######## block 1 ########
File: config.mk
export PLATFORM = sky130hd
export DESIGN_NAME = sync_burst_sequencer
export DESIGN_NICKNAME = d
export VERILOG_FILES = /design/src/rtl/sync_burst_sequencer.sv
export SDC_FILE = /design/constraint.sdc
export NUM_CORES = 1
export LEC_CHECK = 0
export ABC_AREA = 1
export CAP_MARGIN = 20
export CORE_ASPECT_RATIO = 1.25
export CORE_MARGIN = 2
export CORE_UTILIZATION = 57
export CTS_BUF_LIST = sky130_fd_sc_hd__clkbuf_8 sky130_fd_sc_hd__clkbuf_16
export DETAILED_ROUTE_END_ITERATION = 8
export GPL_ROUTABILITY_DRIVEN = 1
export PLACE_DENSITY = 0.8
export SLEW_MARGIN = 40
export SYNTH_ARGS = -nofsm -noshare
export SYNTH_HDL_FRONTEND = slang
export SYNTH_SLANG_ARGS = --single-unit
File: constraint.sdc
create_clock -name clock -period 2.7 [get_ports clock]
set_clock_uncertainty 0.15 [all_clocks]
set_input_delay 0.54 -clock clock [delete_from_list [all_inputs] [get_ports clock]]
set_output_delay 0.54 -clock clock [all_outputs]
set_load 0.1 [all_outputs]
File: src/rtl/sync_burst_sequencer.sv
// sync_burst_sequencer
//
// Sequences a burst of frame-grabber-synchronised trigger pulses. A rising edge on
// start_signal arms a burst of cfg_shots shots. Each shot waits for a (synchronised)
// rising edge of fg_signal, waits cfg_delay cycles, then drives output_trigger high
// for cfg_len cycles. Configuration is latched on burst accept only.
//
// Optional build macro: SYNC_TIMEOUT_EN -- adds a WAIT_FG dwell limit of
// TIMEOUT_CYCLES cycles; on expiry the burst is dropped and timeout pulses.
//
// Ports:
//   clock          system clock, rising edge
//   reset          asynchronous active-low reset
//   start_signal   level; rising edge requests a burst (synchronous to clock)
//   fg_signal      frame-grabber signal, asynchronous (3-flop synchroniser)
//   abort          synchronous cancel, highest priority
//   cfg_delay      fg edge to trigger delay in cycles
//   cfg_len        trigger high time in cycles (>= 1)
//   cfg_shots      shots per burst (>= 1)
//   output_trigger registered trigger output
//   busy           high from burst accept until done/abort/timeout
//   done           one-cycle pulse as the final shot's pulse ends
//   cfg_err        one-cycle pulse when a start is rejected
//   timeout        one-cycle pulse on WAIT_FG expiry (0 without the macro)
//   shot_cnt       shots completed in the current/last burst
//   missed_cnt     fg edges seen during DELAY/PULSE, saturating
module sync_burst_sequencer #(
  parameter int unsigned CNT_W          = 32,
  parameter int unsigned SHOT_W         = 16,
  parameter int unsigned TIMEOUT_CYCLES = 50_000_000
) (
  input  logic              clock,
  input  logic              reset,
  input  logic              start_signal,
  input  logic              fg_signal,
  input  logic              abort,
  input  logic [CNT_W-1:0]  cfg_delay,
  input  logic [CNT_W-1:0]  cfg_len,
  input  logic [SHOT_W-1:0] cfg_shots,
  output logic              output_trigger,
  output logic              busy,
  output logic              done,
  output logic              cfg_err,
  output logic              timeout,
  output logic [SHOT_W-1:0] shot_cnt,
  output logic [SHOT_W-1:0] missed_cnt
);

  if (CNT_W < 1 || SHOT_W < 1 || TIMEOUT_CYCLES < 1) begin : g_param_check
    $error("sync_burst_sequencer: CNT_W, SHOT_W and TIMEOUT_CYCLES must be >= 1");
  end

  typedef enum logic [2:0] {StIdle, StWaitFg, StDelay, StPulse, StDone} state_e;

  state_e              state_q, state_d;
  logic [CNT_W-1:0]    cnt_q, cnt_d;
  logic [CNT_W-1:0]    delay_q, delay_d;
  logic [CNT_W-1:0]    len_q, len_d;
  logic [SHOT_W-1:0]   shots_q, shots_d;
  logic [SHOT_W-1:0]   shot_q, shot_d;
  logic [SHOT_W-1:0]   missed_q, missed_d;
  logic                trig_q, trig_d;
  logic                busy_q, busy_d;
  logic                done_q, done_d;
  logic                err_q, err_d;
  logic                sync1_q, sync2_q, sync3_q;
  logic                start_q;
  logic                fg_edge, start_edge;
  logic [SHOT_W-1:0]   shot_inc;
  logic [SHOT_W-1:0]   missed_inc;

  assign fg_edge    = sync2_q & ~sync3_q;
  assign start_edge = start_signal & ~start_q;
  assign shot_inc   = shot_q + SHOT_W'(1);
  // Saturate rather than wrap so a long overrun stays visible to the host.
  assign missed_inc = (&missed_q) ? missed_q : missed_q + SHOT_W'(1);

`ifdef SYNC_TIMEOUT_EN
  localparam logic [31:0] WaitLast = 32'(TIMEOUT_CYCLES - 1);
  logic [31:0] wait_q, wait_d;
  logic        to_q, to_d;
`endif

  always_comb begin
    state_d  = state_q;
    cnt_d    = cnt_q;
    delay_d  = delay_q;
    len_d    = len_q;
    shots_d  = shots_q;
    shot_d   = shot_q;
    missed_d = missed_q;
    trig_d   = trig_q;
    busy_d   = busy_q;
    done_d   = 1'b0;
    err_d    = 1'b0;
`ifdef SYNC_TIMEOUT_EN
    wait_d   = wait_q;
    to_d     = 1'b0;
`endif

    if (abort) begin
      // Abort beats everything, including a start edge in the same cycle.
      state_d = StIdle;
      trig_d  = 1'b0;
      busy_d  = 1'b0;
    end else begin
      unique case (state_q)
        StIdle: begin
          if (start_edge) begin
            if (cfg_shots == '0 || cfg_len == '0) begin
              err_d = 1'b1;
            end else begin
              delay_d  = cfg_delay;
              len_d    = cfg_len;
              shots_d  = cfg_shots;
              shot_d   = '0;
              missed_d = '0;
              busy_d   = 1'b1;
              state_d  = StWaitFg;
`ifdef SYNC_TIMEOUT_EN
              wait_d   = '0;
`endif
            end
          end
        end
        StWaitFg: begin
          if (fg_edge) begin
            state_d = StDelay;
            cnt_d   = '0;
          end
`ifdef SYNC_TIMEOUT_EN
          else if (wait_q == WaitLast) begin
            to_d    = 1'b1;
            busy_d  = 1'b0;
            state_d = StIdle;
          end else begin
            wait_d = wait_q + 32'd1;
          end
`endif
        end
        StDelay: begin
          if (fg_edge) missed_d = missed_inc;
          if (cnt_q == delay_q) begin
            state_d = StPulse;
            cnt_d   = '0;
            trig_d  = 1'b1;
          end else begin
            cnt_d = cnt_q + CNT_W'(1);
          end
        end
        StPulse: begin
          // An fg edge here is missed even on the cycle we re-arm; a fresh edge is needed.
          if (fg_edge) missed_d = missed_inc;
          if (cnt_q == len_q - CNT_W'(1)) begin
            trig_d = 1'b0;
            shot_d = shot_inc;
            cnt_d  = '0;
            if (shot_inc == shots_q) begin
              state_d = StDone;
              done_d  = 1'b1;
            end else begin
              state_d = StWaitFg;
`ifdef SYNC_TIMEOUT_EN
              wait_d  = '0;
`endif
            end
          end else begin
            cnt_d = cnt_q + CNT_W'(1);
          end
        end
        StDone: begin
          busy_d  = 1'b0;
          state_d = StIdle;
        end
        default: begin
          state_d = StIdle;
          trig_d  = 1'b0;
          busy_d  = 1'b0;
        end
      endcase
    end
  end

  always_ff @(posedge clock or negedge reset) begin
    if (!reset) begin
      state_q  <= StIdle;
      cnt_q    <= '0;
      delay_q  <= '0;
      len_q    <= '0;
      shots_q  <= '0;
      shot_q   <= '0;
      missed_q <= '0;
      trig_q   <= 1'b0;
      busy_q   <= 1'b0;
      done_q   <= 1'b0;
      err_q    <= 1'b0;
      sync1_q  <= 1'b0;
      sync2_q  <= 1'b0;
      sync3_q  <= 1'b0;
      start_q  <= 1'b0;
    end else begin
      state_q  <= state_d;
      cnt_q    <= cnt_d;
      delay_q  <= delay_d;
      len_q    <= len_d;
      shots_q  <= shots_d;
      shot_q   <= shot_d;
      missed_q <= missed_d;
      trig_q   <= trig_d;
      busy_q   <= busy_d;
      done_q   <= done_d;
      err_q    <= err_d;
      sync1_q  <= fg_signal;
      sync2_q  <= sync1_q;
      sync3_q  <= sync2_q;
      start_q  <= start_signal;
    end
  end

`ifdef SYNC_TIMEOUT_EN
  always_ff @(posedge clock or negedge reset) begin
    if (!reset) begin
      wait_q <= '0;
      to_q   <= 1'b0;
    end else begin
      wait_q <= wait_d;
      to_q   <= to_d;
    end
  end
  assign timeout = to_q;
`else
  assign timeout = 1'b0;
`endif

  assign output_trigger = trig_q;
  assign busy           = busy_q;
  assign done           = done_q;
  assign cfg_err        = err_q;
  assign shot_cnt       = shot_q;
  assign missed_cnt     = missed_q;

endmodule

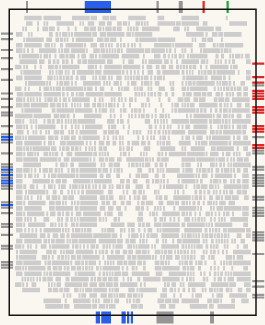
Fig. 1. Pin placement (block 1).
Drawn at 2 px/µm. Pins as bars across the die edge, other pins in gray.
Red shows `missed_cnt`, pins 16, direction output, edge 15 right, 1 top. Blue shows `cfg_len`, pins 32, direction input, edge 14 top, 11 bottom, 7 left. Green shows `timeout`, pins 1, direction output, edge top.
All pins by edge: 41 right, 39 left, 22 bottom, 20 top.

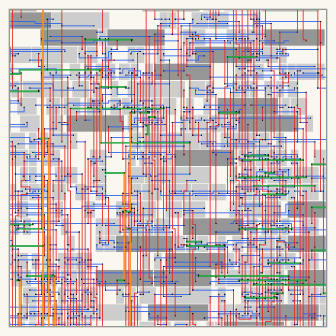
Fig. 2. Layout detail (block 1).
Window x 67 to 117, y 89 to 139 µm. Cells in gray, sequential cells in the stronger gray; small squares are vias.
Red shows metal 2. Orange shows metal 4. Green shows metal 3. Blue shows metal 1.
245 logic cells have their middle in the window. Sequential cells in the window: 20. Most frequent: nand2_1 (47), nor2_1 (34), inv_1 (28). Netlist names of flops here include `missed_cnt` (12), `state_q` (3).

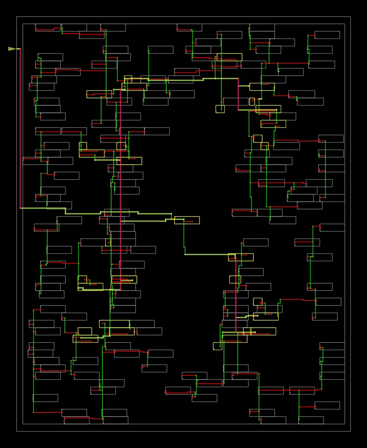
Fig. 3. The clock network (block 1).
# clk buffers: 18
# clock sinks: 155
clk latency late pin: 430 ps
Flop Count: 155

-- cell usage after synthesis (all sizes together) --
cell,instances
inv,147
nand3b,11
dfrtp,155
nand3,96
nand2,521
a21oi,14
a41oi,1
o21bai,3
or2,14
and2,2
o22ai,11
nor2,186
o211a,1
nor3,26
and3,1
o2111ai,3
conb,1
nor4,13
a31o,2
nor3b,2
a2111oi,1
ha,4
o21ai,57
nand4,44
clkinv,5
clkbuf,24
xor2,40
xnor2,41
o31ai,6
a21boi,1
buf,18
==> flow_summary.ini <==
; physical design summary
[sta]
worstMarginPinSlew_ps = 569.2
hold_ws_ps = 202.3
finalCritPeriodShare = 0.9867

[routing]
drt-met1-wl_mm = 11.25
postRouteWirelength_mm = 29.76
wl_met2_mm = 15.44
vias = 10340
via_per_inst = 5.428

[run_status]
status = finished, final reports clean

[hold_path]
whs_path_depth = 0
hold_end = sync2_q$_DFF_PN0_

[global_routing]
grt-ovfl-total = 0
met1_usage = 0.3621

[clocking]
clk_pin_slew_ps = 70
cts-resized-gates = 4

[worst_setup_path]
cp_data_required_time_ps = 2870
crit_cells = 18
crit_fanout = 8
r2r-end = shot_cnt[6]$_DFFE_PN0P_

[power_and_ir_drop]
power_mw = 12.29
powerComb_mw = 6.15
p_clk_frac = 0.191

[finish]
lay_top_count = nand2_1
seqCellArea_mm2 = 0.003894

[place]
dpl.hpwl_mm = 22.33

######## block 2 ########
File: src/rtl/cla_adder32.sv
// Registered two-level carry-lookahead adder: S = A + B + Cin, with carry-out and signed overflow.
// Latency 1 cycle (2 cycles with CLA_INREG_EN); one new operation accepted every cycle.
// No backpressure: free-running pipeline, no enable or handshake.
//
// Ports:
//    clk    rising-edge clock
//    n_rst  asynchronous active-low reset, clears every register
//    A, B   WIDTH-bit operands (unsigned or two's complement)
//    Cin    carry into bit 0 (subtract = ~B with Cin = 1, done by the ALU)
//    S      registered sum, (A + B + Cin) mod 2^WIDTH
//    Cout   registered carry out of bit WIDTH-1
//    Ovf    registered signed overflow (carry into MSB xor carry out of MSB)
//
// Build option: define CLA_INREG_EN to register A, B and Cin before the
// lookahead logic (latency 2, throughput unchanged).
//
// WIDTH must be a multiple of 4 and no larger than 64.

module cla_adder32 #(
   parameter int WIDTH = 32
) (
   input  logic             clk,
   input  logic             n_rst,
   input  logic [WIDTH-1:0] A,
   input  logic [WIDTH-1:0] B,
   input  logic             Cin,
   output logic [WIDTH-1:0] S,
   output logic             Cout,
   output logic             Ovf
);

   localparam int NG = WIDTH / 4;

   // Operands actually seen by the lookahead logic
   logic [WIDTH-1:0] a_op;
   logic [WIDTH-1:0] b_op;
   logic             cin_op;

`ifdef CLA_INREG_EN
   logic [WIDTH-1:0] a_q;
   logic [WIDTH-1:0] b_q;
   logic             cin_q;

   always_ff @(posedge clk or negedge n_rst) begin
      if (!n_rst) begin
         a_q   <= '0;
         b_q   <= '0;
         cin_q <= 1'b0;
      end else begin
         a_q   <= A;
         b_q   <= B;
         cin_q <= Cin;
      end
   end

   assign a_op   = a_q;
   assign b_op   = b_q;
   assign cin_op = cin_q;
`else
   assign a_op   = A;
   assign b_op   = B;
   assign cin_op = Cin;
`endif

   // Bit-level generate / propagate
   logic [WIDTH-1:0] g;
   logic [WIDTH-1:0] p;
   // c[i] is the carry into bit i
   logic [WIDTH-1:0] c;

   assign g = a_op & b_op;
   assign p = a_op ^ b_op;

   // Group-level generate / propagate, and the carry into each group.
   // gc[NG] is the carry out of the top group.
   logic [NG-1:0] gg;
   logic [NG-1:0] gp;
   logic [NG:0]   gc;

   // First level: 4-bit CLA groups. Internal carries are flat
   // sum-of-products of g, p and the group carry-in.
   for (genvar k = 0; k < NG; k++) begin : g_grp
      localparam int B0 = 4 * k;

      assign c[B0]   = gc[k];
      assign c[B0+1] = g[B0]
                     | (p[B0] & gc[k]);
      assign c[B0+2] = g[B0+1]
                     | (p[B0+1] & g[B0])
                     | (p[B0+1] & p[B0] & gc[k]);
      assign c[B0+3] = g[B0+2]
                     | (p[B0+2] & g[B0+1])
                     | (p[B0+2] & p[B0+1] & g[B0])
                     | (p[B0+2] & p[B0+1] & p[B0] & gc[k]);

      assign gg[k] = g[B0+3]
                   | (p[B0+3] & g[B0+2])
                   | (p[B0+3] & p[B0+2] & g[B0+1])
                   | (p[B0+3] & p[B0+2] & p[B0+1] & g[B0]);
      assign gp[k] = p[B0+3] & p[B0+2] & p[B0+1] & p[B0];
   end

   // Second level: each group carry-in is its own sum-of-products over
   // GG/GP of all lower groups and Cin, i.e.
   //   gc[k] = GG[k-1] | GP[k-1]GG[k-2] | ... | GP[k-1]..GP[0]Cin
   // The loop only enumerates the product terms; no term uses gc[k-1],
   // so there is no ripple between groups.
   always_comb begin
      logic acc;
      logic prod;
      acc   = 1'b0;
      prod  = 1'b1;
      gc    = '0;
      gc[0] = cin_op;
      for (int k = 1; k <= NG; k++) begin
         acc  = 1'b0;
         prod = 1'b1;
         for (int j = k - 1; j >= 0; j--) begin
            acc  = acc | (prod & gg[j]);
            prod = prod & gp[j];
         end
         gc[k] = acc | (prod & cin_op);
      end
   end

   logic [WIDTH-1:0] sum_c;
   logic             cout_c;
   logic             ovf_c;

   assign sum_c  = p ^ c;
   assign cout_c = gc[NG];
   // Signed overflow: carry into the MSB disagrees with carry out of it
   assign ovf_c  = c[WIDTH-1] ^ gc[NG];

   always_ff @(posedge clk or negedge n_rst) begin
      if (!n_rst) begin
         S    <= '0;
         Cout <= 1'b0;
         Ovf  <= 1'b0;
      end else begin
         S    <= sum_c;
         Cout <= cout_c;
         Ovf  <= ovf_c;
      end
   end

endmodule

File: config.mk
export PLATFORM = sky130hd
export DESIGN_NAME = cla_adder32
export DESIGN_NICKNAME = d
export VERILOG_FILES = /design/src/rtl/cla_adder32.sv
export SDC_FILE = /design/constraint.sdc
export NUM_CORES = 1
export LEC_CHECK = 0
export CAP_MARGIN = 15
export CELL_PAD_IN_SITES_DETAIL_PLACEMENT = 0
export CELL_PAD_IN_SITES_GLOBAL_PLACEMENT = 1
export CORE_UTILIZATION = 34
export DETAILED_ROUTE_END_ITERATION = 7
export GPL_ROUTABILITY_DRIVEN = 1
export PLACE_DENSITY = 0.83
export SKIP_CTS_REPAIR_TIMING = 1
export SYNTH_ARGS = -nofsm -noshare
export SYNTH_HDL_FRONTEND = slang
export SYNTH_SLANG_ARGS = --single-unit
export TNS_END_PERCENT = 20
File: constraint.sdc
create_clock -name clk -period 1.9 [get_ports clk]
set_clock_uncertainty 0.2 [all_clocks]
set_input_delay 0.38 -clock clk [delete_from_list [all_inputs] [get_ports clk]]
set_output_delay 0.38 -clock clk [all_outputs]
set_load 0.01 [all_outputs]
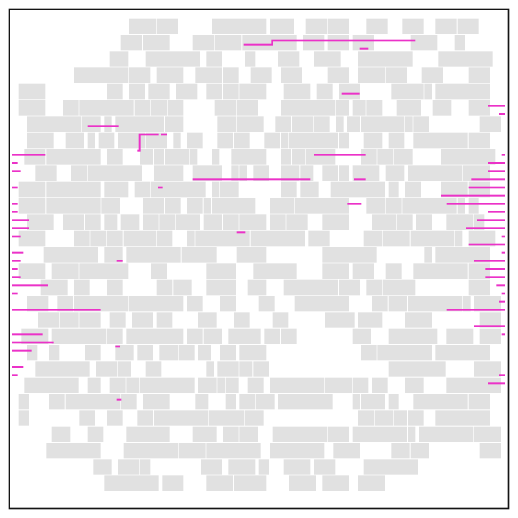
Fig. 4. M3 wires (block 2).
Drawn at 6 px/µm.
The layer holds 3.4% of the routed length. The wires run mostly horizontal. 56 nets have wire on it. The layer carries 225 µm of wire. The longest straight run is 23.7 µm.

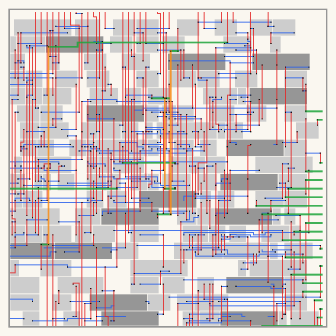
Fig. 5. Layout detail (block 2).
Window x 33 to 83, y 33 to 83 µm. Cells in gray, sequential cells in the stronger gray; small squares are vias.
Green shows metal 3. Orange shows metal 4. Blue shows metal 1. Red shows metal 2.
Sequential cells in the window: 16. 151 logic cells have their middle in the window. Netlist names of flops here include `S` (14). Most frequent: clkdlybuf4s50_1 (29), buf_4 (24), dfrtp_1 (16).

==> flow_summary.ini <==
; physical design summary
[global_routing]
use_met3 = 0.02584
antenna_found_initial = 0
grt_pass1_vias = 2381

[routing]
drc_errors = 0
first_iter_violations = 39

[run_status]
status = finished, violations left
failed_checks = setup timing

[sta]
slew_violations = 0
setup_violations = 28
worstMarginPinSlew_ps = 366.0
max_freq_mhz = 365.6
worst_slack_ps = -835.4

[clocking]
cts_buffers = 5
cts_tree = built
clockRootBuffer = clkbuf_8

[synth]
synth_cell_types = 44
yosysMostFrequentCell = dfrtp_1
synth_chip_area_mm2 = 0.002228
ys_seq_frac = 0.3818

[power_and_ir_drop]
p_seq_frac = 0.331

[finish]
finalNetCount = 478

[worst_setup_path]
critPathBufInv = 1
cpPeakStageDelay_ps = 520
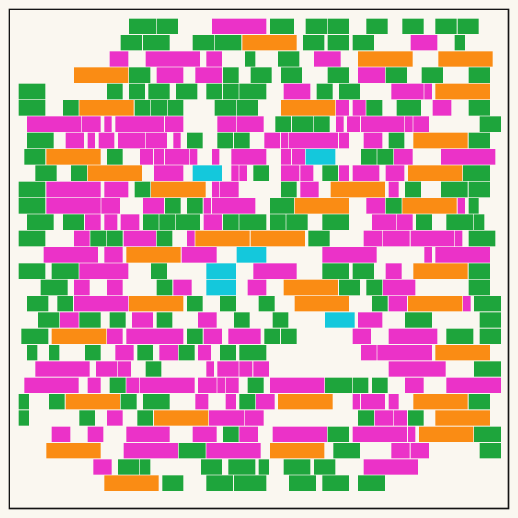
Fig. 6. Cells colored by class (block 2).
Drawn at 6 px/µm.
Cyan shows clock drivers and dummy loads, cells 6. Magenta shows combinational and other logic, cells 157. Green shows other buffers and delay cells, cells 173. Orange shows flops, cells 34.

cell families after synthesis:
family          after synthesis  share of synthesized area
simple gates                 42                     0.1039
flops                        34                     0.3818
compound gates               46                     0.1595
mux                           1                   0.006736
buf+inv                       6                    0.01011
fa+ha+maj                    40                     0.2515
xor+xnor                     22                    0.08647
cell type report:
class	instances	share of cell area
timing repair buffer	173	0.3647
inverter	6	0.005089
tap	77	0.02177
multi-input combinational	151	0.3975
sequential	34	0.1923
clock buffer	6	0.01866
registers in the layout, summed over array words and instances, names as in the netlist:
signal	flops
Ovf	1
S	32
Cout	1

